# fp_normalizer_flat

**fp_normalizer_flat: met2 routing**

Scale: 8 px per micron.
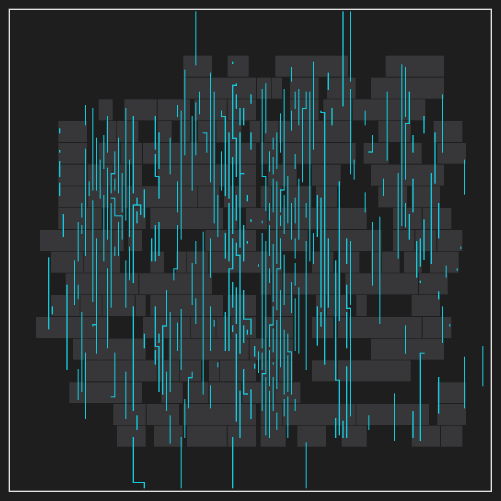

<file path="config.mk">
export PLATFORM = sky130hd
export DESIGN_NAME = fp_normalizer_flat
export DESIGN_NICKNAME = d
export VERILOG_FILES = /design/src/rtl/fp_normalizer_pkg.sv /design/src/rtl/fp_normalizer_if.sv /design/src/rtl/fp_normalizer_leading_zero_counter.sv /design/src/rtl/fp_normalizer.sv /design/src/flat_wrapper.sv
export SDC_FILE = /design/constraint.sdc
export NUM_CORES = 1
export LEC_CHECK = 0
export CAP_MARGIN = 20
export CORE_MARGIN = 3
export CORE_UTILIZATION = 46
export CTS_CLUSTER_DIAMETER = 50
export CTS_CLUSTER_SIZE = 16
export DETAILED_ROUTE_END_ITERATION = 12
export PLACE_DENSITY = 0.75
export SYNTH_ARGS = -nofsm -noshare
export SYNTH_HDL_FRONTEND = slang
export SYNTH_SLANG_ARGS = --single-unit
</file>
<file path="constraint.sdc">
create_clock -name clk -period 2 [get_ports clk]
set_clock_uncertainty 0.2 [all_clocks]
set_input_delay 0.4 -clock clk [delete_from_list [all_inputs] [get_ports clk]]
set_output_delay 0.4 -clock clk [all_outputs]
set_load 0.02 [all_outputs]
</file>
<file path="src/rtl/fp_normalizer_pkg.sv">
// Shared definitions for the mini-float normalizer: default widths, exponent
// constants, the packed result word and a generic leading-zero count helper.
package fp_normalizer_pkg;

  localparam int FP_MANT_W = 4;
  localparam int FP_EXP_W  = 3;
  localparam int FP_SUM_W  = FP_MANT_W + 2;

  localparam logic [FP_EXP_W-1:0] EXP_MAX  = {FP_EXP_W{1'b1}};
  localparam logic [FP_EXP_W-1:0] ZERO_EXP = {FP_EXP_W{1'b0}};

  typedef struct packed {
    logic                 sign;
    logic [FP_EXP_W-1:0]  exp;
    logic [FP_MANT_W-1:0] mant;
  } fp_t;

  // Leading zeros of vec[width-1:0]; returns width when the field is all zero.
  function automatic int lzc(input logic [31:0] vec, input int width);
    int   cnt;
    logic found;
    cnt   = 0;
    found = 1'b0;
    for (int i = width - 1; i >= 0; i--) begin
      if (vec[i] == 1'b1) begin
        found = 1'b1;
      end else if (!found) begin
        cnt = cnt + 1;
      end else begin
        cnt = cnt;
      end
    end
    return cnt;
  endfunction

endpackage

</file>
<file path="src/rtl/fp_normalizer_if.sv">
// Stream interface of the normalizer: raw-sum input side and normalized output
// side, each with its own valid/ready pair.
interface fp_normalizer_if
  import fp_normalizer_pkg::*;
#(
  parameter int MANT_W = FP_MANT_W,
  parameter int EXP_W  = FP_EXP_W,
  parameter int SUM_W  = MANT_W + 2
);

  logic              in_valid;
  logic              in_ready;
  logic              in_sign;
  logic [EXP_W-1:0]  in_exp;
  logic [SUM_W-1:0]  in_sum;

  logic              out_valid;
  logic              out_ready;
  logic              out_sign;
  logic [EXP_W-1:0]  out_exp;
  logic [MANT_W-1:0] out_mant;
  logic              out_ovf;
  logic              out_uf;

  // Producer of raw sums and consumer of normalized results.
  modport master (
    output in_valid, in_sign, in_exp, in_sum, out_ready,
    input  in_ready, out_valid, out_sign, out_exp, out_mant, out_ovf, out_uf
  );

  // The normalizer itself.
  modport slave (
    input  in_valid, in_sign, in_exp, in_sum, out_ready,
    output in_ready, out_valid, out_sign, out_exp, out_mant, out_ovf, out_uf
  );

endinterface

</file>
<file path="src/rtl/fp_normalizer_leading_zero_counter.sv">
// Combinational leading-zero counter over a WIDTH-bit vector (WIDTH <= 32).
// An all-zero vector yields WIDTH.
module fp_normalizer_leading_zero_counter
  import fp_normalizer_pkg::*;
#(
  parameter int WIDTH = 5,
  parameter int CNT_W = 3
) (
  input  logic [WIDTH-1:0] i_vec,
  output logic [CNT_W-1:0] o_count
);

  logic [31:0] w_vec;

  assign w_vec = 32'(i_vec);

  // Count from the MSB down to the first set bit.
  always_comb begin
    o_count = CNT_W'(lzc(w_vec, WIDTH));
  end

endmodule

</file>
<file path="src/rtl/fp_normalizer.sv">
// Post-add normalization stage of the mini-float adder.
// Stage 1 captures the raw sum with carry/zero flags and its leading-zero count;
// stage 2 shifts the significand, adjusts the exponent and registers the result.
// Optional macro FP_NORM_SAT_EN: when defined, exponent overflow saturates to the
// largest finite value; otherwise it produces the infinity encoding (mant=0).
module fp_normalizer
  import fp_normalizer_pkg::*;
#(
  parameter int MANT_W = FP_MANT_W,
  parameter int EXP_W  = FP_EXP_W,
  parameter int SUM_W  = MANT_W + 2
) (
  input  logic            clk,
  input  logic            rst_n,
  fp_normalizer_if.slave  bus
);

  localparam int              LZ_W      = $clog2(SUM_W);
  localparam logic [EXP_W-1:0] L_EXP_MAX = {EXP_W{1'b1}};

  // Handshake
  logic w_s2_free;
  logic w_in_ready;
  logic w_in_fire;

  // Stage 1 registers
  logic              r_s1_valid;
  logic              r_s1_sign;
  logic [EXP_W-1:0]  r_s1_exp;
  logic [SUM_W-2:0]  r_s1_low;
  logic              r_s1_carry;
  logic              r_s1_zero;
  logic [LZ_W-1:0]   r_s1_lz;

  // Stage 2 (output) registers
  logic              r_out_valid;
  logic              r_out_sign;
  logic [EXP_W-1:0]  r_out_exp;
  logic [MANT_W-1:0] r_out_mant;
  logic              r_out_ovf;
  logic              r_out_uf;

  // Stage 2 next-state values
  logic [LZ_W-1:0]   w_lz;
  logic [EXP_W:0]    w_exp_ext;
  logic [EXP_W:0]    w_lz_ext;
  logic [EXP_W:0]    w_exp_inc;
  logic [EXP_W:0]    w_exp_dec;
  logic [SUM_W-2:0]  w_shifted;
  logic              w_n_sign;
  logic [EXP_W-1:0]  w_n_exp;
  logic [MANT_W-1:0] w_n_mant;
  logic              w_n_ovf;
  logic              w_n_uf;

  assign w_s2_free  = !r_out_valid || bus.out_ready;
  assign w_in_ready = !r_s1_valid || w_s2_free;
  assign w_in_fire  = bus.in_valid && w_in_ready;

  fp_normalizer_leading_zero_counter #(
    .WIDTH (SUM_W - 1),
    .CNT_W (LZ_W)
  ) u_lzc (
    .i_vec   (bus.in_sum[SUM_W-2:0]),
    .o_count (w_lz)
  );

  // Stage 1: capture the incoming word and its classification flags.
  always_ff @(posedge clk or negedge rst_n) begin
    if (!rst_n) begin
      r_s1_valid <= 1'b0;
      r_s1_sign  <= 1'b0;
      r_s1_exp   <= {EXP_W{1'b0}};
      r_s1_low   <= {(SUM_W-1){1'b0}};
      r_s1_carry <= 1'b0;
      r_s1_zero  <= 1'b0;
      r_s1_lz    <= {LZ_W{1'b0}};
    end else if (w_in_fire) begin
      r_s1_valid <= 1'b1;
      r_s1_sign  <= bus.in_sign;
      r_s1_exp   <= bus.in_exp;
      r_s1_low   <= bus.in_sum[SUM_W-2:0];
      r_s1_carry <= bus.in_sum[SUM_W-1];
      r_s1_zero  <= (bus.in_sum == {SUM_W{1'b0}});
      r_s1_lz    <= w_lz;
    end else if (w_s2_free) begin
      r_s1_valid <= 1'b0;
    end else begin
      r_s1_valid <= r_s1_valid;
    end
  end

  // Exponent math is one bit wider so overflow/underflow never wraps.
  assign w_exp_ext = {1'b0, r_s1_exp};
  assign w_lz_ext  = (EXP_W+1)'(r_s1_lz);
  assign w_exp_inc = w_exp_ext + {{EXP_W{1'b0}}, 1'b1};
  assign w_exp_dec = w_exp_ext - w_lz_ext;
  assign w_shifted = r_s1_low << r_s1_lz;

  // Stage 2 datapath: zero, then carry right-shift, then leading-zero left-shift.
  always_comb begin
    w_n_sign = 1'b0;
    w_n_exp  = {EXP_W{1'b0}};
    w_n_mant = {MANT_W{1'b0}};
    w_n_ovf  = 1'b0;
    w_n_uf   = 1'b0;
    if (r_s1_zero) begin
      w_n_sign = 1'b0;
    end else if (r_s1_carry) begin
      w_n_sign = r_s1_sign;
      if (w_exp_inc[EXP_W]) begin
        w_n_ovf = 1'b1;
        w_n_exp = L_EXP_MAX;
`ifdef FP_NORM_SAT_EN
        w_n_mant = {MANT_W{1'b1}};
`else
        w_n_mant = {MANT_W{1'b0}};
`endif
      end else begin
        w_n_exp  = w_exp_inc[EXP_W-1:0];
        w_n_mant = r_s1_low[SUM_W-2:1];
      end
    end else begin
      if (w_exp_ext <= w_lz_ext) begin
        // Would need an exponent of zero or below: flush to positive zero.
        w_n_uf = 1'b1;
      end else begin
        w_n_sign = r_s1_sign;
        w_n_exp  = w_exp_dec[EXP_W-1:0];
        w_n_mant = w_shifted[MANT_W-1:0];
      end
    end
  end

  // Stage 2: register the normalized word; hold it while the consumer stalls.
  always_ff @(posedge clk or negedge rst_n) begin
    if (!rst_n) begin
      r_out_valid <= 1'b0;
      r_out_sign  <= 1'b0;
      r_out_exp   <= {EXP_W{1'b0}};
      r_out_mant  <= {MANT_W{1'b0}};
      r_out_ovf   <= 1'b0;
      r_out_uf    <= 1'b0;
    end else if (w_s2_free) begin
      r_out_valid <= r_s1_valid;
      if (r_s1_valid) begin
        r_out_sign <= w_n_sign;
        r_out_exp  <= w_n_exp;
        r_out_mant <= w_n_mant;
        r_out_ovf  <= w_n_ovf;
        r_out_uf   <= w_n_uf;
      end else begin
        r_out_sign <= r_out_sign;
        r_out_exp  <= r_out_exp;
        r_out_mant <= r_out_mant;
        r_out_ovf  <= r_out_ovf;
        r_out_uf   <= r_out_uf;
      end
    end else begin
      r_out_valid <= r_out_valid;
    end
  end

  assign bus.in_ready  = w_in_ready;
  assign bus.out_valid = r_out_valid;
  assign bus.out_sign  = r_out_sign;
  assign bus.out_exp   = r_out_exp;
  assign bus.out_mant  = r_out_mant;
  assign bus.out_ovf   = r_out_ovf;
  assign bus.out_uf    = r_out_uf;

endmodule

</file>
<file path="src/flat_wrapper.sv">
// flat-port wrapper written by rule: the top's interface ports become plain ports
module fp_normalizer_flat import fp_normalizer_pkg::*;
#(
  parameter int MANT_W = FP_MANT_W,
  parameter int EXP_W  = FP_EXP_W,
  parameter int SUM_W  = MANT_W + 2
)
  (clk, rst_n, bus_in_valid, bus_in_sign, bus_in_exp, bus_in_sum, bus_out_ready, bus_in_ready, bus_out_valid, bus_out_sign, bus_out_exp, bus_out_mant, bus_out_ovf, bus_out_uf);
  fp_normalizer_if #(.MANT_W(MANT_W), .EXP_W(EXP_W), .SUM_W(SUM_W)) bus_i ();
  input  logic clk;
  input  logic rst_n;
  input wire logic [$bits(bus_i.in_valid)-1:0] bus_in_valid;
  input wire logic [$bits(bus_i.in_sign)-1:0] bus_in_sign;
  input wire logic [$bits(bus_i.in_exp)-1:0] bus_in_exp;
  input wire logic [$bits(bus_i.in_sum)-1:0] bus_in_sum;
  input wire logic [$bits(bus_i.out_ready)-1:0] bus_out_ready;
  output wire logic [$bits(bus_i.in_ready)-1:0] bus_in_ready;
  output wire logic [$bits(bus_i.out_valid)-1:0] bus_out_valid;
  output wire logic [$bits(bus_i.out_sign)-1:0] bus_out_sign;
  output wire logic [$bits(bus_i.out_exp)-1:0] bus_out_exp;
  output wire logic [$bits(bus_i.out_mant)-1:0] bus_out_mant;
  output wire logic [$bits(bus_i.out_ovf)-1:0] bus_out_ovf;
  output wire logic [$bits(bus_i.out_uf)-1:0] bus_out_uf;
  assign bus_i.in_valid = bus_in_valid;
  assign bus_i.in_sign = bus_in_sign;
  assign bus_i.in_exp = bus_in_exp;
  assign bus_i.in_sum = bus_in_sum;
  assign bus_i.out_ready = bus_out_ready;
  assign bus_in_ready = bus_i.in_ready;
  assign bus_out_valid = bus_i.out_valid;
  assign bus_out_sign = bus_i.out_sign;
  assign bus_out_exp = bus_i.out_exp;
  assign bus_out_mant = bus_i.out_mant;
  assign bus_out_ovf = bus_i.out_ovf;
  assign bus_out_uf = bus_i.out_uf;
  fp_normalizer #(.MANT_W(MANT_W), .EXP_W(EXP_W), .SUM_W(SUM_W)) u_core (.clk(clk), .rst_n(rst_n), .bus(bus_i));
endmodule
</file>
# dm_arbiter

### src/rtl/dm_arbiter.sv
// Data-memory arbiter: shares one fixed-latency single-port DM between the
// pipeline M stage (CPU) and the debug/boot loader (DBG) with round-robin ties.
module dm_arbiter #(
  parameter int unsigned LATENCY = 2,
  parameter int unsigned CNT_W   = 4
) (
  input  logic        clk,
  input  logic        reset,
  input  logic        cpu_req,
  input  logic        cpu_we,
  input  logic [31:0] cpu_adr,
  input  logic [31:0] cpu_wdata,
  output logic [31:0] cpu_rdata,
  output logic        cpu_stall,
  input  logic        dbg_req,
  input  logic        dbg_we,
  input  logic [31:0] dbg_adr,
  input  logic [31:0] dbg_wdata,
  output logic        dbg_gnt,
  output logic        dbg_done,
  output logic [31:0] dbg_rdata,
  output logic        mem_en,
  output logic        mem_we,
  output logic [31:0] mem_adr,
  output logic [31:0] mem_wdata,
  input  logic [31:0] mem_rdata
);

  typedef enum logic [1:0] {S_IDLE, S_ACCESS, S_DONE} state_t;

  localparam logic OWN_CPU = 1'b0;
  localparam logic OWN_DBG = 1'b1;
  localparam logic [CNT_W-1:0] CNT_LOAD = CNT_W'(LATENCY - 1);

  state_t            state_q, state_d;
  logic              owner_q, owner_d;
  logic              last_q, last_d;
  logic              we_q, we_d;
  logic [29:0]       adr_q, adr_d;
  logic [31:0]       wdata_q, wdata_d;
  logic [CNT_W-1:0]  cnt_q, cnt_d;
  logic [31:0]       cpu_rdata_q, cpu_rdata_d;
  logic [31:0]       dbg_rdata_q, dbg_rdata_d;
  logic              dbg_gnt_c;
  logic              pick_dbg;

  // Byte-lane bits never reach the word-addressed memory.
  logic unused_adr_bits;
  assign unused_adr_bits = ^{cpu_adr[1:0], dbg_adr[1:0]};

  // Next-state, latch and read-capture logic.
  always_comb begin
    state_d     = state_q;
    owner_d     = owner_q;
    last_d      = last_q;
    we_d        = we_q;
    adr_d       = adr_q;
    wdata_d     = wdata_q;
    cnt_d       = cnt_q;
    cpu_rdata_d = cpu_rdata_q;
    dbg_rdata_d = dbg_rdata_q;
    dbg_gnt_c   = 1'b0;
    pick_dbg    = 1'b0;

    case (state_q)
      S_IDLE: begin
        if (cpu_req || dbg_req) begin
          // On a tie the port that did not win last time goes first.
          pick_dbg  = dbg_req && (!cpu_req || (last_q == OWN_CPU));
          dbg_gnt_c = pick_dbg;
          owner_d   = pick_dbg ? OWN_DBG : OWN_CPU;
          last_d    = pick_dbg ? OWN_DBG : OWN_CPU;
          we_d      = pick_dbg ? dbg_we : cpu_we;
          adr_d     = pick_dbg ? dbg_adr[31:2] : cpu_adr[31:2];
          wdata_d   = pick_dbg ? dbg_wdata : cpu_wdata;
          cnt_d     = CNT_LOAD;
          state_d   = S_ACCESS;
        end
      end
      S_ACCESS: begin
        if (cnt_q != '0) begin
          cnt_d = cnt_q - CNT_W'(1);
        end else begin
          if (!we_q) begin
            if (owner_q == OWN_DBG) dbg_rdata_d = mem_rdata;
            else                    cpu_rdata_d = mem_rdata;
          end
          state_d = S_DONE;
        end
      end
      S_DONE:  state_d = S_IDLE;
      default: state_d = S_IDLE;
    endcase
  end

  always_ff @(posedge clk or negedge reset) begin
    if (!reset) begin
      state_q     <= S_IDLE;
      owner_q     <= OWN_CPU;
      last_q      <= OWN_DBG;
      we_q        <= 1'b0;
      adr_q       <= '0;
      wdata_q     <= '0;
      cnt_q       <= '0;
      cpu_rdata_q <= '0;
      dbg_rdata_q <= '0;
    end else begin
      state_q     <= state_d;
      owner_q     <= owner_d;
      last_q      <= last_d;
      we_q        <= we_d;
      adr_q       <= adr_d;
      wdata_q     <= wdata_d;
      cnt_q       <= cnt_d;
      cpu_rdata_q <= cpu_rdata_d;
      dbg_rdata_q <= dbg_rdata_d;
    end
  end

  // Strobes decode straight from the state flop so reset drops them at once.
  assign mem_en    = (state_q == S_ACCESS);
  assign mem_we    = (state_q == S_ACCESS) && we_q;
  assign mem_adr   = {adr_q, 2'b00};
  assign mem_wdata = wdata_q;
  assign dbg_gnt   = dbg_gnt_c;
  assign dbg_done  = (state_q == S_DONE) && (owner_q == OWN_DBG);
  assign cpu_stall = cpu_req && !((state_q == S_DONE) && (owner_q == OWN_CPU));
  assign cpu_rdata = cpu_rdata_q;
  assign dbg_rdata = dbg_rdata_q;

endmodule

### config.mk
export PLATFORM = sky130hd
export DESIGN_NAME = dm_arbiter
export DESIGN_NICKNAME = d
export VERILOG_FILES = /design/src/rtl/dm_arbiter.sv
export SDC_FILE = /design/constraint.sdc
export NUM_CORES = 1
export LEC_CHECK = 0
export CAP_MARGIN = 20
export CORE_ASPECT_RATIO = 1.75
export CORE_MARGIN = 4
export CORE_UTILIZATION = 42
export CTS_BUF_LIST = sky130_fd_sc_hd__clkbuf_8
export DETAILED_ROUTE_END_ITERATION = 12
export GPL_ROUTABILITY_DRIVEN = 0
export GPL_TIMING_DRIVEN = 0
export HOLD_SLACK_MARGIN = 0.08
export PLACE_DENSITY = 0.82
export SETUP_SLACK_MARGIN = 0.1
export SYNTH_ARGS = -nofsm -noshare
export SYNTH_HDL_FRONTEND = slang
export SYNTH_SLANG_ARGS = --single-unit
### constraint.sdc
create_clock -name clk -period 2.7 [get_ports clk]
set_clock_uncertainty 0.15 [all_clocks]
set_input_delay 0.675 -clock clk [delete_from_list [all_inputs] [get_ports clk]]
set_output_delay 0.675 -clock clk [all_outputs]
set_load 0.03 [all_outputs]
# frame_loader_flat

[config.mk]
export PLATFORM = sky130hd
export DESIGN_NAME = frame_loader_flat
export DESIGN_NICKNAME = d
export VERILOG_FILES = /design/src/rtl/frame_loader_pkg.sv /design/src/rtl/frame_loader_if.sv /design/src/rtl/frame_loader_raster_counter.sv /design/src/rtl/frame_loader.sv /design/src/flat_wrapper.sv
export SDC_FILE = /design/constraint.sdc
export NUM_CORES = 1
export LEC_CHECK = 0
export CORE_MARGIN = 2
export CORE_UTILIZATION = 30
export CTS_CLUSTER_SIZE = 30
export DETAILED_ROUTE_END_ITERATION = 7
export GPL_ROUTABILITY_DRIVEN = 0
export PLACE_DENSITY_LB_ADDON = 0.08
export SLEW_MARGIN = 10
export SYNTH_ARGS = -nofsm -noshare
export SYNTH_HDL_FRONTEND = slang
export SYNTH_SLANG_ARGS = --single-unit
[constraint.sdc]
create_clock -name clk -period 2.6 [get_ports clk]
set_input_delay 0.39 -clock clk [delete_from_list [all_inputs] [get_ports clk]]
set_output_delay 0.39 -clock clk [all_outputs]
set_load 0.01 [all_outputs]
[src/rtl/frame_loader_pkg.sv]
// Shared geometry, widths and state encoding for the frame loader and panel driver.
package frame_loader_pkg;

    localparam int unsigned COLS      = 64;
    localparam int unsigned ROWS      = 32;
    localparam int unsigned HALF_ROWS = 16;
    localparam int unsigned PIX_W     = 24;
    localparam int unsigned ADDR_W    = 11;
    localparam int unsigned FRAME_PIX = COLS * ROWS;
    localparam int unsigned CNT_W     = $clog2(FRAME_PIX);

    typedef enum logic [1:0] {
        ST_IDLE = 2'd0,
        ST_LOAD = 2'd1,
        ST_SWAP = 2'd2
    } state_e;

    // Half-RAM address: buffer bit on top, row within the half and column below.
    function automatic logic [ADDR_W-1:0] ram_addr(input logic bsel, input logic [CNT_W-1:0] idx);
        return {bsel, idx[CNT_W-2:0]};
    endfunction

    function automatic logic in_lower_half(input logic [CNT_W-1:0] idx);
        return idx >= CNT_W'(HALF_ROWS * COLS);
    endfunction

endpackage

[src/rtl/frame_loader_if.sv]
// Pixel stream, RAM write port and buffer-handover signals of the frame loader.
interface frame_loader_if;

    logic                                  pix_valid;
    logic                                  pix_sof;
    logic [frame_loader_pkg::PIX_W-1:0]    pix_data;
    logic                                  pix_ready;
    logic [frame_loader_pkg::ADDR_W-1:0]   wr_addr;
    logic [frame_loader_pkg::PIX_W-1:0]    wr_data;
    logic                                  wr_en_hi;
    logic                                  wr_en_lo;
    logic                                  selected_buffer;
    logic                                  actual_buffer;
    logic                                  frame_done;
    logic                                  sync_err;

    modport slave (
        input  pix_valid, pix_sof, pix_data, actual_buffer,
        output pix_ready, wr_addr, wr_data, wr_en_hi, wr_en_lo,
               selected_buffer, frame_done, sync_err
    );

    modport master (
        output pix_valid, pix_sof, pix_data, actual_buffer,
        input  pix_ready, wr_addr, wr_data, wr_en_hi, wr_en_lo,
               selected_buffer, frame_done, sync_err
    );

endinterface

[src/rtl/frame_loader_raster_counter.sv]
// Raster position counter {row, col}; wrap_o flags the last pixel of the frame.
module raster_counter
    import frame_loader_pkg::*;
(
    input  logic             clk,
    input  logic             rst,
    input  logic             load_one_i,
    input  logic             inc_i,
    output logic [CNT_W-1:0] count_o,
    output logic             wrap_o
);

    logic [CNT_W-1:0] count_q, count_d;
    logic             wrap_q, wrap_d;

    always_comb begin
        count_d = count_q;
        if (load_one_i) begin
            count_d = CNT_W'(1);
        end else if (inc_i) begin
            count_d = count_q + CNT_W'(1);
        end
        wrap_d = (count_d == CNT_W'(FRAME_PIX - 1));
    end

    always_ff @(posedge clk) begin
        if (!rst) begin
            count_q <= '0;
            wrap_q  <= 1'b0;
        end else begin
            count_q <= count_d;
            wrap_q  <= wrap_d;
        end
    end

    assign count_o = count_q;
    assign wrap_o  = wrap_q;

endmodule

[src/rtl/frame_loader.sv]
// Loads a 64x32 raster into the back buffer of a split-RAM double-buffered panel
// and hands the finished buffer over to the panel driver.
module frame_loader
    import frame_loader_pkg::*;
#(
    parameter bit WAIT_SWAP = 1'b1
) (
    input  logic           clk,
    input  logic           rst,
    frame_loader_if.slave  bus
);

    state_e              state_q, state_d;
    logic                wbuf_q, wbuf_d;
    logic                ready_q, ready_d;
    logic                we_hi_q, we_hi_d;
    logic                we_lo_q, we_lo_d;
    logic                sel_q, sel_d;
    logic                done_q, done_d;
    logic                err_q, err_d;
    logic [ADDR_W-1:0]   addr_q, addr_d;
    logic [PIX_W-1:0]    data_q, data_d;

    logic                accept_c, swap_hit_c, load_one_c, inc_c, write_c;
    logic [CNT_W-1:0]    idx_c, count;
    logic                wrap;

    assign accept_c   = bus.pix_valid & ready_q;
    assign swap_hit_c = (bus.actual_buffer == sel_q);

    raster_counter u_cnt (
        .clk        (clk),
        .rst        (rst),
        .load_one_i (load_one_c),
        .inc_i      (inc_c),
        .count_o    (count),
        .wrap_o     (wrap)
    );

    always_ff @(posedge clk) begin
        if (!rst) state_q <= ST_IDLE;
        else      state_q <= state_d;
    end

    always_comb begin
        state_d = state_q;
        unique case (state_q)
            ST_IDLE: if (accept_c && bus.pix_sof) state_d = ST_LOAD;
            ST_LOAD: if (accept_c && !bus.pix_sof && wrap) state_d = WAIT_SWAP ? ST_SWAP : ST_IDLE;
            ST_SWAP: if (swap_hit_c) state_d = ST_IDLE;
            default: state_d = ST_IDLE;
        endcase
    end

    // An SOF always restarts at pixel 0; the buffer is only re-chosen from IDLE.
    always_comb begin
        wbuf_d     = wbuf_q;
        sel_d      = sel_q;
        err_d      = err_q;
        done_d     = 1'b0;
        ready_d    = (state_d != ST_SWAP);
        load_one_c = 1'b0;
        inc_c      = 1'b0;
        write_c    = 1'b0;
        idx_c      = count;
        unique case (state_q)
            ST_IDLE: begin
                if (accept_c) begin
                    if (bus.pix_sof) begin
                        write_c    = 1'b1;
                        wbuf_d     = ~bus.actual_buffer;
                        load_one_c = 1'b1;
                        idx_c      = '0;
                    end else begin
                        err_d = 1'b1;
                    end
                end
            end
            ST_LOAD: begin
                if (accept_c) begin
                    write_c = 1'b1;
                    if (bus.pix_sof) begin
                        err_d      = 1'b1;
                        load_one_c = 1'b1;
                        idx_c      = '0;
                    end else begin
                        inc_c = 1'b1;
                        if (wrap) begin
                            sel_d  = wbuf_q;
                            done_d = !WAIT_SWAP;
                        end
                    end
                end
            end
            ST_SWAP: done_d = swap_hit_c;
            default: ;
        endcase
        we_hi_d = write_c & ~in_lower_half(idx_c);
        we_lo_d = write_c &  in_lower_half(idx_c);
        addr_d  = write_c ? ram_addr(wbuf_d, idx_c) : addr_q;
        data_d  = write_c ? bus.pix_data : data_q;
    end

    always_ff @(posedge clk) begin
        if (!rst) begin
            wbuf_q  <= 1'b0;
            ready_q <= 1'b0;
            we_hi_q <= 1'b0;
            we_lo_q <= 1'b0;
            sel_q   <= 1'b0;
            done_q  <= 1'b0;
            err_q   <= 1'b0;
            addr_q  <= '0;
            data_q  <= '0;
        end else begin
            wbuf_q  <= wbuf_d;
            ready_q <= ready_d;
            we_hi_q <= we_hi_d;
            we_lo_q <= we_lo_d;
            sel_q   <= sel_d;
            done_q  <= done_d;
            err_q   <= err_d;
            addr_q  <= addr_d;
            data_q  <= data_d;
        end
    end

    assign bus.pix_ready       = ready_q;
    assign bus.wr_en_hi        = we_hi_q;
    assign bus.wr_en_lo        = we_lo_q;
    assign bus.wr_addr         = addr_q;
    assign bus.wr_data         = data_q;
    assign bus.selected_buffer = sel_q;
    assign bus.frame_done      = done_q;
    assign bus.sync_err        = err_q;

endmodule

[src/flat_wrapper.sv]
// flat-port wrapper written by rule: the top's interface ports become plain ports
module frame_loader_flat import frame_loader_pkg::*;
#(
    parameter bit WAIT_SWAP = 1'b1
)
  (clk, rst, bus_pix_valid, bus_pix_sof, bus_pix_data, bus_actual_buffer, bus_pix_ready, bus_wr_addr, bus_wr_data, bus_wr_en_hi, bus_wr_en_lo, bus_selected_buffer, bus_frame_done, bus_sync_err);
  frame_loader_if bus_i ();
  input  logic clk;
  input  logic rst;
  input wire logic [$bits(bus_i.pix_valid)-1:0] bus_pix_valid;
  input wire logic [$bits(bus_i.pix_sof)-1:0] bus_pix_sof;
  input wire logic [$bits(bus_i.pix_data)-1:0] bus_pix_data;
  input wire logic [$bits(bus_i.actual_buffer)-1:0] bus_actual_buffer;
  output wire logic [$bits(bus_i.pix_ready)-1:0] bus_pix_ready;
  output wire logic [$bits(bus_i.wr_addr)-1:0] bus_wr_addr;
  output wire logic [$bits(bus_i.wr_data)-1:0] bus_wr_data;
  output wire logic [$bits(bus_i.wr_en_hi)-1:0] bus_wr_en_hi;
  output wire logic [$bits(bus_i.wr_en_lo)-1:0] bus_wr_en_lo;
  output wire logic [$bits(bus_i.selected_buffer)-1:0] bus_selected_buffer;
  output wire logic [$bits(bus_i.frame_done)-1:0] bus_frame_done;
  output wire logic [$bits(bus_i.sync_err)-1:0] bus_sync_err;
  assign bus_i.pix_valid = bus_pix_valid;
  assign bus_i.pix_sof = bus_pix_sof;
  assign bus_i.pix_data = bus_pix_data;
  assign bus_i.actual_buffer = bus_actual_buffer;
  assign bus_pix_ready = bus_i.pix_ready;
  assign bus_wr_addr = bus_i.wr_addr;
  assign bus_wr_data = bus_i.wr_data;
  assign bus_wr_en_hi = bus_i.wr_en_hi;
  assign bus_wr_en_lo = bus_i.wr_en_lo;
  assign bus_selected_buffer = bus_i.selected_buffer;
  assign bus_frame_done = bus_i.frame_done;
  assign bus_sync_err = bus_i.sync_err;
  frame_loader #(.WAIT_SWAP(WAIT_SWAP)) u_core (.clk(clk), .rst(rst), .bus(bus_i));
endmodule
# fetch_queue

File: config.mk
export PLATFORM = sky130hd
export DESIGN_NAME = fetch_queue
export DESIGN_NICKNAME = d
export VERILOG_FILES = /design/src/rtl/fetch_queue.sv
export SDC_FILE = /design/constraint.sdc
export NUM_CORES = 1
export LEC_CHECK = 0
export ABC_AREA = 1
export CORE_MARGIN = 2
export CORE_UTILIZATION = 55
export DETAILED_ROUTE_END_ITERATION = 8
export GPL_TIMING_DRIVEN = 0
export PLACE_DENSITY_LB_ADDON = 0.12
export REMOVE_ABC_BUFFERS = 1
export SKIP_CTS_REPAIR_TIMING = 1
export SLEW_MARGIN = 5
export SYNTH_ARGS = -nofsm -noshare
export SYNTH_HDL_FRONTEND = slang
export SYNTH_SLANG_ARGS = --single-unit
File: constraint.sdc
create_clock -name clk -period 6.8 [get_ports clk]
set_input_delay 1.36 -clock clk [delete_from_list [all_inputs] [get_ports clk]]
set_output_delay 1.36 -clock clk [all_outputs]
set_load 0.005 [all_outputs]
File: src/rtl/fetch_queue.sv
// Show-ahead instruction fetch queue between fetch and decode.
// Holds instruction, PC, PC+4 and branch-prediction bits per entry; flush empties it in one cycle.
module fetch_queue #(
   parameter int               WIDTH = 32,
   parameter int               DEPTH = 4,
   parameter logic [WIDTH-1:0] NOP   = 32'h0000_0013
) (
   input  logic                         clk,
   input  logic                         rst,
   input  logic                         flush,
   input  logic                         push_valid,
   output logic                         push_ready,
   input  logic [WIDTH-1:0]             inst_in,
   input  logic [WIDTH-1:0]             pc_in,
   input  logic [WIDTH-1:0]             normal_in,
   input  logic                         bp_en_in,
   input  logic                         bp_decision_in,
   input  logic                         pop_ready,
   output logic                         out_valid,
   output logic [WIDTH-1:0]             inst_out,
   output logic [WIDTH-1:0]             pc_out,
   output logic [WIDTH-1:0]             normal_out,
   output logic                         bp_en_out,
   output logic                         bp_decision_out,
   output logic [$clog2(DEPTH+1)-1:0]   count
);

   localparam int PW = $clog2(DEPTH);
   localparam int CW = $clog2(DEPTH+1);
   localparam int EW = 3*WIDTH + 2;

   logic [EW-1:0] mem [DEPTH];
   logic [PW-1:0] wr_ptr;
   logic [PW-1:0] rd_ptr;
   logic          full;
   logic          do_push;
   logic          do_pop;
   logic [EW-1:0] head;

   // push_ready depends only on count, so a pop never opens a slot in the same cycle
   assign full       = (count == CW'(DEPTH));
   assign push_ready = !full;
   assign out_valid  = (count != '0);
   assign do_push    = push_valid && !full;
   assign do_pop     = pop_ready && out_valid;

   always_ff @(posedge clk or negedge rst) begin
      if (!rst) begin
         wr_ptr <= '0;
         rd_ptr <= '0;
         count  <= '0;
      end else if (flush) begin
         wr_ptr <= '0;
         rd_ptr <= '0;
         count  <= '0;
      end else begin
         if (do_push)
            wr_ptr <= wr_ptr + PW'(1);
         if (do_pop)
            rd_ptr <= rd_ptr + PW'(1);
         case ({do_push, do_pop})
            2'b10:   count <= count + CW'(1);
            2'b01:   count <= count - CW'(1);
            default: count <= count;
         endcase
      end
   end

   always_ff @(posedge clk) begin
      if (do_push && !flush)
         mem[wr_ptr] <= {inst_in, pc_in, normal_in, bp_en_in, bp_decision_in};
   end

   // An empty queue presents a NOP bubble with all other fields cleared
   always_comb begin
      head            = mem[rd_ptr];
      inst_out        = NOP;
      pc_out          = '0;
      normal_out      = '0;
      bp_en_out       = 1'b0;
      bp_decision_out = 1'b0;
      if (out_valid) begin
         inst_out        = head[EW-1 -: WIDTH];
         pc_out          = head[2*WIDTH+1 -: WIDTH];
         normal_out      = head[WIDTH+1 -: WIDTH];
         bp_en_out       = head[1];
         bp_decision_out = head[0];
      end
   end

endmodule

**frame_loader_flat: clock nets**

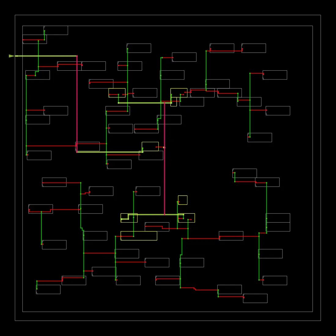
Seq cells: 56
Setup Skew: 5.106 ps

==> results.ini, frame_loader_flat <==
[outcome]
status = finished clean

[global_routing]
grt_first_pass_wirelength_microns = 9846
antenna_found_initial = 0
grt_max_degree = 40

[die]
coreArea_sq_um = 7687
die_w_microns = 93.07

[clocking]
cts_tree = yes
clock-sinks = 56

[synth]
synth.distinct_cells = 44
ys_cells = 272
syn_inst = 272
ys.warnings.count = 0

[route]
wire_per_inst_microns = 13.09
drt_iter0_markers = 77
drc = 0

[worst_hold_path]
holdCritStartpoint = u_core.u_cnt.count_o[10]$_SDFF_PN0_
holdPathEnd = u_core.bus.wr_en_lo$_SDFF_PN0_

[final_layout]
final_area_sq_um = 3308

[worst_setup_path]
critPathTopFamily = simple AND/OR/NAND/NOR gates
worstPathCellList = clkdlybuf4s50_1, nand3b_4, or4_1, or3_1, a21oi_1, and4_1
crit_path_max_fanout = 8
required_ps = 2860

[power_and_ir_drop]
combPwrFrac_pct = 9.9
power.switching_uw = 373.8

[sta]
fin_crit_ps = 2102

[frame_loader_flat: cell families after synthesis]
| group | count (synthesis) |
|---|---|
| mux | 3 |
| xor+xnor | 10 |
| simple gates | 129 |
| flops | 56 |
| buf+inv | 16 |
| compound gates | 57 |
| fa+ha+maj | 1 |
[frame_loader_flat: cell type report]
class,count,area [sq um]
clock inverters,3,42.54
multi-input cells,200,1189
flip-flops and latches,56,1121
repair buffers,76,755.7
clock buffers,5,68.82
fillers,799,4379
well taps,102,127.6
inverters,1,3.754
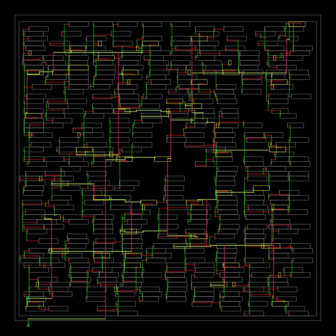
**Above:** fetch_queue (clock nets).
Setup Skew: 8.790 ps
TritonCTS Buffers: 40
Seq cells: 399
Clock Buffer Count: 53
CTS Sinks: 399

**fetch_queue: routed clock nets over the placement**

Scale: 3 px per micron.
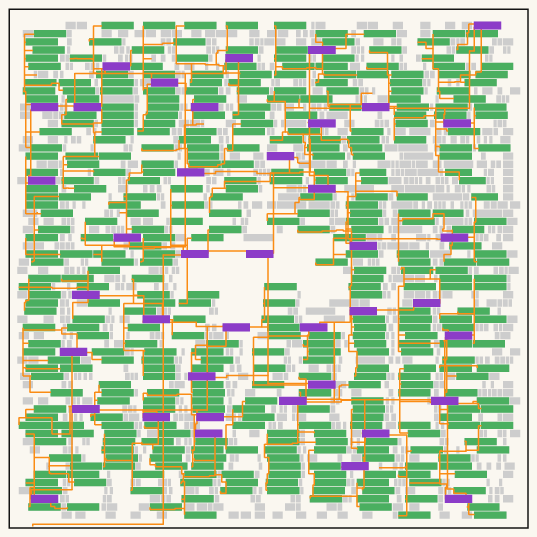
- clock-net drivers: purple (count 40)
- clock wires: orange (length 3970 microns)
- flip-flops: green (count 399)
- flops lie: all over the die

==> results.ini, fetch_queue <==
[route]
wire_per_inst_microns = 18.21
wl_met2_microns = 16380

[job]
maxCapViolations = 0
tool_warnings = 30

[global_routing]
grt_pass1_vias = 9741
use_met1_pct = 28.34

[synth]
compound_area_share_pct = 9.620
top_area_share_pct = 75.42
yosysTopAreaCell = edfxtp_1

[final_layout]
drive_above_1_share_pct = 5.563
seq_area_sq_um = 11950
clockNetworkAreaShare_pct = 5.853
sh_comb_area_pct = 16.58
final_area_sq_um = 19500

[die]
dieHeight_microns = 172.5
dieArea_sq_um = 29740

[outcome]
status = finished clean

[worst_setup_path]
start_kind = flip-flop
endpoint_kind = primary output
required_ps = 5440
r2r_start = count[0]$_DFFE_PN0P_

[clocking]
cts_tree = yes

## fetch_queue: cells in the final DEF, fill, tap and decap left out, types with 2 or more instances in the layout
cell,n
o21ai_1,70
buf_12,11
clkbuf_16,41
buf_16,13
nand3_1,6
nand2_2,2
nor2_4,4
inv_4,2
o21ai_0,126
clkbuf_1,12
inv_1,12
clkinv_2,2
clkdlybuf4s50_1,205
dfrtp_4,2
a21oi_1,104
nand4_1,3
nand2_1,26
clkinv_1,8
dfrtp_1,5
edfxtp_1,392
ha_1,4
nor2_1,382
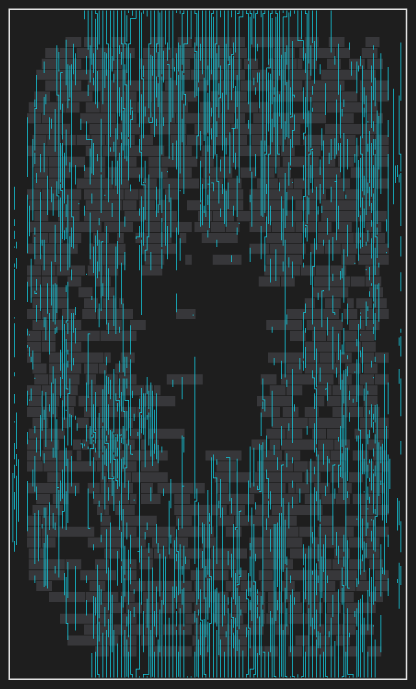
**Above:** dm_arbiter (met2 routing).
Scale: 4 px per micron.
- main direction: vertical
- wire length on this layer: 9670 microns
met2 usage: 39.17%
final WL: 17190 microns
detailed-route via count: 4417

**dm_arbiter: I/O nets highlighted**

Scale: 3 px per micron.
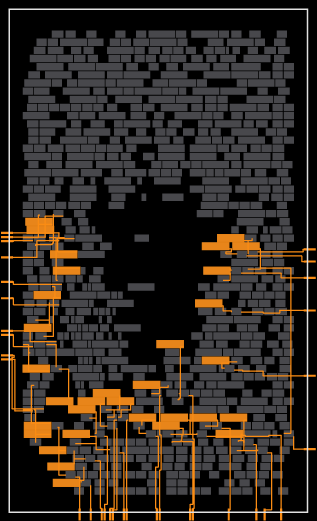
- `mem_wdata`: orange (bits 32; direction output; edge 16 bottom, 10 left, 6 right; end cells 32; buffers 32; wire 1250 microns)

==> results.ini, dm_arbiter <==
[outcome]
status = finished clean

[worst_setup_path]
start_kind = flip-flop
rr_worst_depth = 7
endpoint = dbg_gnt
timing.rr.end = cpu_rdata[29]$_DFFE_PN0P_

[final_layout]
seq_cells = 135
inv_count = 5
logic_gate_count = 226

[global_routing]
grt_max_degree = 98
grt.overflow.total = 0

[sta]
tightest_slew_ps = 516.5

[worst_hold_path]
worstHoldPathType = input port to flip-flop

[synth]
ys_sh_mux_pct = 37.24
yosys.cell_count.top_type = mux2_2
postSynthSeqShare_pct = 55.60
yosysTopAreaCell = dfrtp_1

[clocking]
post_cts_buffers = 0

[die]
dieHeight_microns = 167.1

[power_and_ir_drop]
power_mw = 12.16

[route]
wl_met2_microns = 9669

dm_arbiter: metal layers:
layer	up-vias	GRT usage (%)
li1	2019	-
met1	2167	20.89
met3	26	6.245
met4	0	7.788
met2	205	39.17
met5	-	0
dm_arbiter: sequential cells by signal (all words and copies together) (netlist names):
signal,cells
adr_q,30
cnt_q,4
cpu_rdata,32
dbg_rdata,32
last_q,1
mem_wdata,32
owner_q,1
state_q,2
we_q,1
dm_arbiter: critical path: stages (launching register included):
cell and delay [ps]:
dfstp_2 560, a21bo_4 140, clkbuf_16 150, clkbuf_8 170
nor2_1 50, buf_4 170
**fp_normalizer_flat: placement by cell class**

Scale: 6 px per micron. Fill, decap, tap and diode cells in grey.
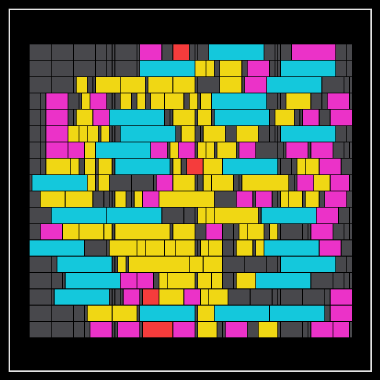
- clock drivers and dummy loads: red (cells 4; share of their area 2.0%)
- remaining buffers and delay cells: magenta (cells 44; share of their area 22%)
- remaining logic cells: yellow (cells 93; share of their area 40%)
- registers: cyan (cells 26; share of their area 36%)
row count: 18
Layout Utilization: 70.32%
flop share of the area: 35.11%
fin area: 1853 sq um
core area: 2635 sq um

**fp_normalizer_flat: routed clock nets over the placement**

Scale: 8 px per micron.
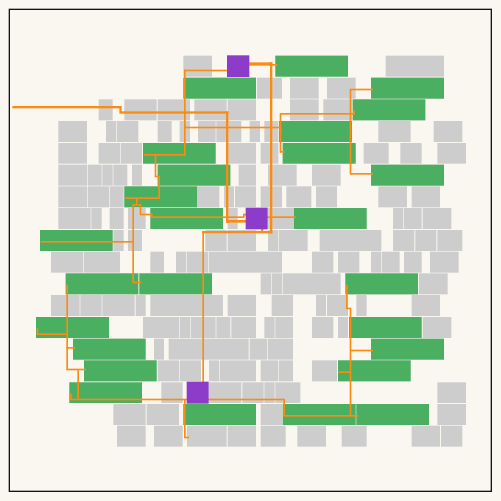
- flip-flops: green (count 26)
- clock wires: orange (length 315 microns)
- clock-net drivers: purple (count 3)
- flops lie: all over the die

Notes on 'met2 routing' of fp_normalizer_flat above:
- share of all routed wire: 49%
- longest straight run: 31.4 microns
- wire length on this layer: 1460 microns
- nets with wire on the layer: 163

==> results.ini, fp_normalizer_flat <==
[placement]
port-buffer-count = 25
hpwl_microns = 2265

[worst_setup_path]
crit_path_max_fanout = 3
crit_buf_inv = 1

[die]
die_w_microns = 60.08

[final_layout]
drive_above_1_share_pct = 24.55
final_cell_mix = dfrtp_1, clkdlybuf4s50_1, buf_4, nand2_1, mux2_2
dominant_cells = multi-input combinational cells
layout.nets = 188

[clocking]
hold_buffers = 0

[route]
drt_wl_total_microns = 2952
firstDrtPassIters = 4
wire_per_inst_microns = 14.98

[synth]
ys_sh_mux_pct = 9.860
ys.warnings.count = 0
area_leaders = dfrtp_1, mux2_2, ha_1

[sta]
fmax_mhz = 516.0
whs_ps = 201.4

[power_and_ir_drop]
p_leak_nw = 0.8026
seq_power_share_pct = 41.4

[outcome]
status = finished clean

==> fp_normalizer_flat: routing by layer <==
| metal | global-route usage [%] | wire length, microns | vias to the layer above |
|---|---|---|---|
| met5 | 0 | 0 | - |
| met4 | 7.278 | 50 | 0 |
| met3 | 3.456 | 165 | 6 |
| met2 | 31.02 | 1455 | 38 |
| met1 | 23.36 | 1281 | 547 |
| li1 | - | - | 543 |

# gate_exerciser

**gate_exerciser: routed clock nets over the placement**

Scale: 8 px per micron.
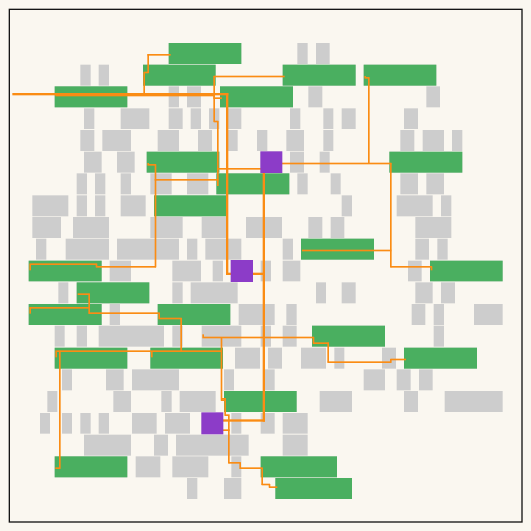
**gate_exerciser: placement by cell class**

Scale: 6 px per micron. Fill, decap, tap and diode cells in grey.
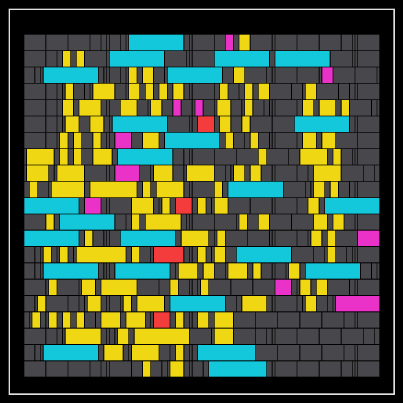
File: src/rtl/gate_exerciser.sv
// Two-input gate exerciser: applies the four (A,B) vectors to an external gate,
// waits SETTLE cycles, samples X against the selected gate function and reports.
module gate_exerciser #(
    parameter int unsigned SETTLE = 2
) (
    input  logic       CLK,
    input  logic       RST_N,
    input  logic       START,
    input  logic [2:0] SEL,
    output logic       A,
    output logic       B,
    input  logic       X,
    output logic       BUSY,
    output logic       DONE,
    output logic       PASS,
    output logic [2:0] ERR_CNT,
    output logic [3:0] FAIL_MASK
);

    typedef enum logic [2:0] {
        S_IDLE,
        S_APPLY,
        S_WAIT,
        S_SAMPLE,
        S_REPORT
    } state_t;

    localparam logic [3:0] SETTLE_L = 4'(SETTLE);

    state_t     r_state;
    logic [2:0] r_sel;
    logic [1:0] r_vec;
    logic [3:0] r_wait;
    logic       r_a;
    logic       r_b;
    logic       r_busy;
    logic       r_done;
    logic       r_pass;
    logic [2:0] r_err;
    logic [3:0] r_mask;

    logic       w_expect;
    logic       w_mismatch;
    logic [2:0] w_err_next;
    logic [1:0] w_vec_next;

    always_comb begin
        w_expect = 1'b0;
        case (r_sel)
            3'd0:    w_expect = r_a & r_b;
            3'd1:    w_expect = r_a | r_b;
            3'd2:    w_expect = ~(r_a & r_b);
            3'd3:    w_expect = ~(r_a | r_b);
            3'd4:    w_expect = r_a ^ r_b;
            3'd5:    w_expect = ~(r_a ^ r_b);
            3'd6:    w_expect = ~r_a;
            default: w_expect = r_a;
        endcase
    end

    assign w_mismatch = (X != w_expect);
    // Saturate so the count can never wrap past the number of vectors.
    assign w_err_next = (w_mismatch && (r_err != 3'd4)) ? r_err + 3'd1 : r_err;
    assign w_vec_next = r_vec + 2'd1;

    always_ff @(posedge CLK or negedge RST_N) begin
        if (!RST_N) begin
            r_state <= S_IDLE;
            r_sel   <= '0;
            r_vec   <= '0;
            r_wait  <= '0;
            r_a     <= 1'b0;
            r_b     <= 1'b0;
            r_busy  <= 1'b0;
            r_done  <= 1'b0;
            r_pass  <= 1'b0;
            r_err   <= '0;
            r_mask  <= '0;
        end else begin
            case (r_state)
                S_IDLE: begin
                    r_a    <= 1'b0;
                    r_b    <= 1'b0;
                    r_done <= 1'b0;
                    if (START) begin
                        r_sel   <= SEL;
                        r_err   <= '0;
                        r_mask  <= '0;
                        r_pass  <= 1'b0;
                        r_vec   <= '0;
                        r_busy  <= 1'b1;
                        r_state <= S_APPLY;
                    end
                end
                S_APPLY: begin
                    r_wait  <= SETTLE_L;
                    r_state <= (SETTLE_L != 4'd0) ? S_WAIT : S_SAMPLE;
                end
                S_WAIT: begin
                    r_wait <= r_wait - 4'd1;
                    if (r_wait <= 4'd1) r_state <= S_SAMPLE;
                end
                S_SAMPLE: begin
                    r_err <= w_err_next;
                    if (w_mismatch) r_mask[r_vec] <= 1'b1;
                    if (r_vec == 2'd3) begin
                        // PASS/DONE are registered here so they are valid during REPORT.
                        r_done  <= 1'b1;
                        r_pass  <= (w_err_next == 3'd0);
                        r_state <= S_REPORT;
                    end else begin
                        r_vec   <= w_vec_next;
                        r_a     <= w_vec_next[1];
                        r_b     <= w_vec_next[0];
                        r_state <= S_APPLY;
                    end
                end
                S_REPORT: begin
                    r_done  <= 1'b0;
                    r_busy  <= 1'b0;
                    r_a     <= 1'b0;
                    r_b     <= 1'b0;
                    r_state <= S_IDLE;
                end
                default: r_state <= S_IDLE;
            endcase
        end
    end

    assign A         = r_a;
    assign B         = r_b;
    assign BUSY      = r_busy;
    assign DONE      = r_done;
    assign PASS      = r_pass;
    assign ERR_CNT   = r_err;
    assign FAIL_MASK = r_mask;

endmodule

File: config.mk
export PLATFORM = sky130hd
export DESIGN_NAME = gate_exerciser
export DESIGN_NICKNAME = d
export VERILOG_FILES = /design/src/rtl/gate_exerciser.sv
export SDC_FILE = /design/constraint.sdc
export NUM_CORES = 1
export LEC_CHECK = 0
export CAP_MARGIN = 20
export CELL_PAD_IN_SITES_DETAIL_PLACEMENT = 1
export CELL_PAD_IN_SITES_GLOBAL_PLACEMENT = 2
export CORE_MARGIN = 2
export CORE_UTILIZATION = 38
export CTS_CLUSTER_SIZE = 20
export DETAILED_ROUTE_END_ITERATION = 8
export DONT_BUFFER_PORTS = 1
export GPL_TIMING_DRIVEN = 0
export PLACE_DENSITY = 0.85
export SLEW_MARGIN = 20
export SYNTH_ARGS = -nofsm -noshare
export SYNTH_HDL_FRONTEND = slang
export SYNTH_SLANG_ARGS = --single-unit
File: constraint.sdc
create_clock -name CLK -period 1.95 [get_ports CLK]
set_input_delay 0.4875 -clock CLK [delete_from_list [all_inputs] [get_ports CLK]]
set_output_delay 0.4875 -clock CLK [all_outputs]
set_load 0.02 [all_outputs]
==> results.ini <==
[clocking]
clkTransAtPathRegs_ps = 140
ctsHtreeMaxLevel = 1
clockRootBuffer = clkbuf_4
post_cts_buffers = 2
hold_buffers = 2

[outcome]
status = finished clean

[final_layout]
buffers = 10
final-comb-area_sq_um = 737.0
layout.nets = 175
drive_above_1_share_pct = 14.01
clockNetworkAreaShare_pct = 2.333

[worst_setup_path]
critPathLaunch = B$_DFFE_PN0P_
critical_path.max_stage_delay_ps = 500
critPathKind = flip-flop to flip-flop
rrSetupSlack_ps = 80

[synth]
synthesis.area_sq_um = 1364
floorplan.nets = 165
flop_cell = dfrtp_1
synth-edff-count = 0
yosys-stat-area_sq_um = 1364

[sta]
finalCritPeriodShare_pct = 96.08

[placement]
port-buffer-count = 0

[job]
tool_warnings = 33

[worst_hold_path]
hold_depth = 2

[power_and_ir_drop]
p_leak_nw = 0.7255

[die]
row_count = 21

[route]
vias = 1112

Notes on 'routed clock nets over the placement' of gate_exerciser above:
- clock wires: orange (length 366 microns)
- flip-flops: green (count 24)
- clock-net drivers: purple (count 3)
- routed clock nets: 4
Setup Skew: 6.260 ps
clock share of power: 10.4%
Late-Pin Clk Latency: 330 ps
P_clk: 283 uW

Notes on 'placement by cell class' of gate_exerciser above:
- clock drivers and dummy loads: red (cells 4; share of their area 2.4%)
- remaining buffers and delay cells: magenta (cells 10; share of their area 5.3%)
- remaining logic cells: yellow (cells 119; share of their area 52%)
- registers: cyan (cells 24; share of their area 40%)
fin area: 1555 sq um
core area: 3390 sq um
flop share of the area: 38.78%

[stage by stage]
stage	TNS, ps	worst slack, ps
final	0	76.35
after global routing	-24.94	-8.692
after floorplan	0	8.161
after detailed placement	-328.8	-197.5
after global placement	-211.5	-167.3
after CTS	-6.056	-6.056
[cells by family (layout without fill, tap and decap cells)]
family	Yosys count	after routing	share of synthesized area, %
flip-flops	24	24	44.04
multiplexers	6	6	5.688
XOR/XNOR	6	6	3.853
AND-OR/OR-AND	32	32	13.95
AND/OR/NAND/NOR	54	54	18.53
buffers and inverters	16	25	4.770
adder cells (fa/ha/maj)	10	10	9.174


==> notes/layouts.md <==
Pictures saved along the way, in no particular order.

Clock nets.
picture 1
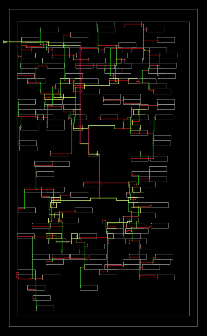
picture 2
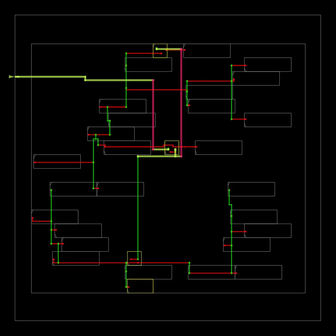
picture 3
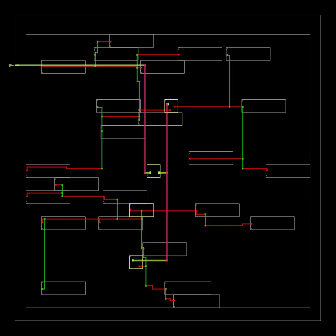
| picture | from |
|---|---|
| picture 3 | gate_exerciser |
| picture 1 | dm_arbiter |
| picture 2 | fp_normalizer_flat |

Power is estimated from default activity; no workload was simulated.
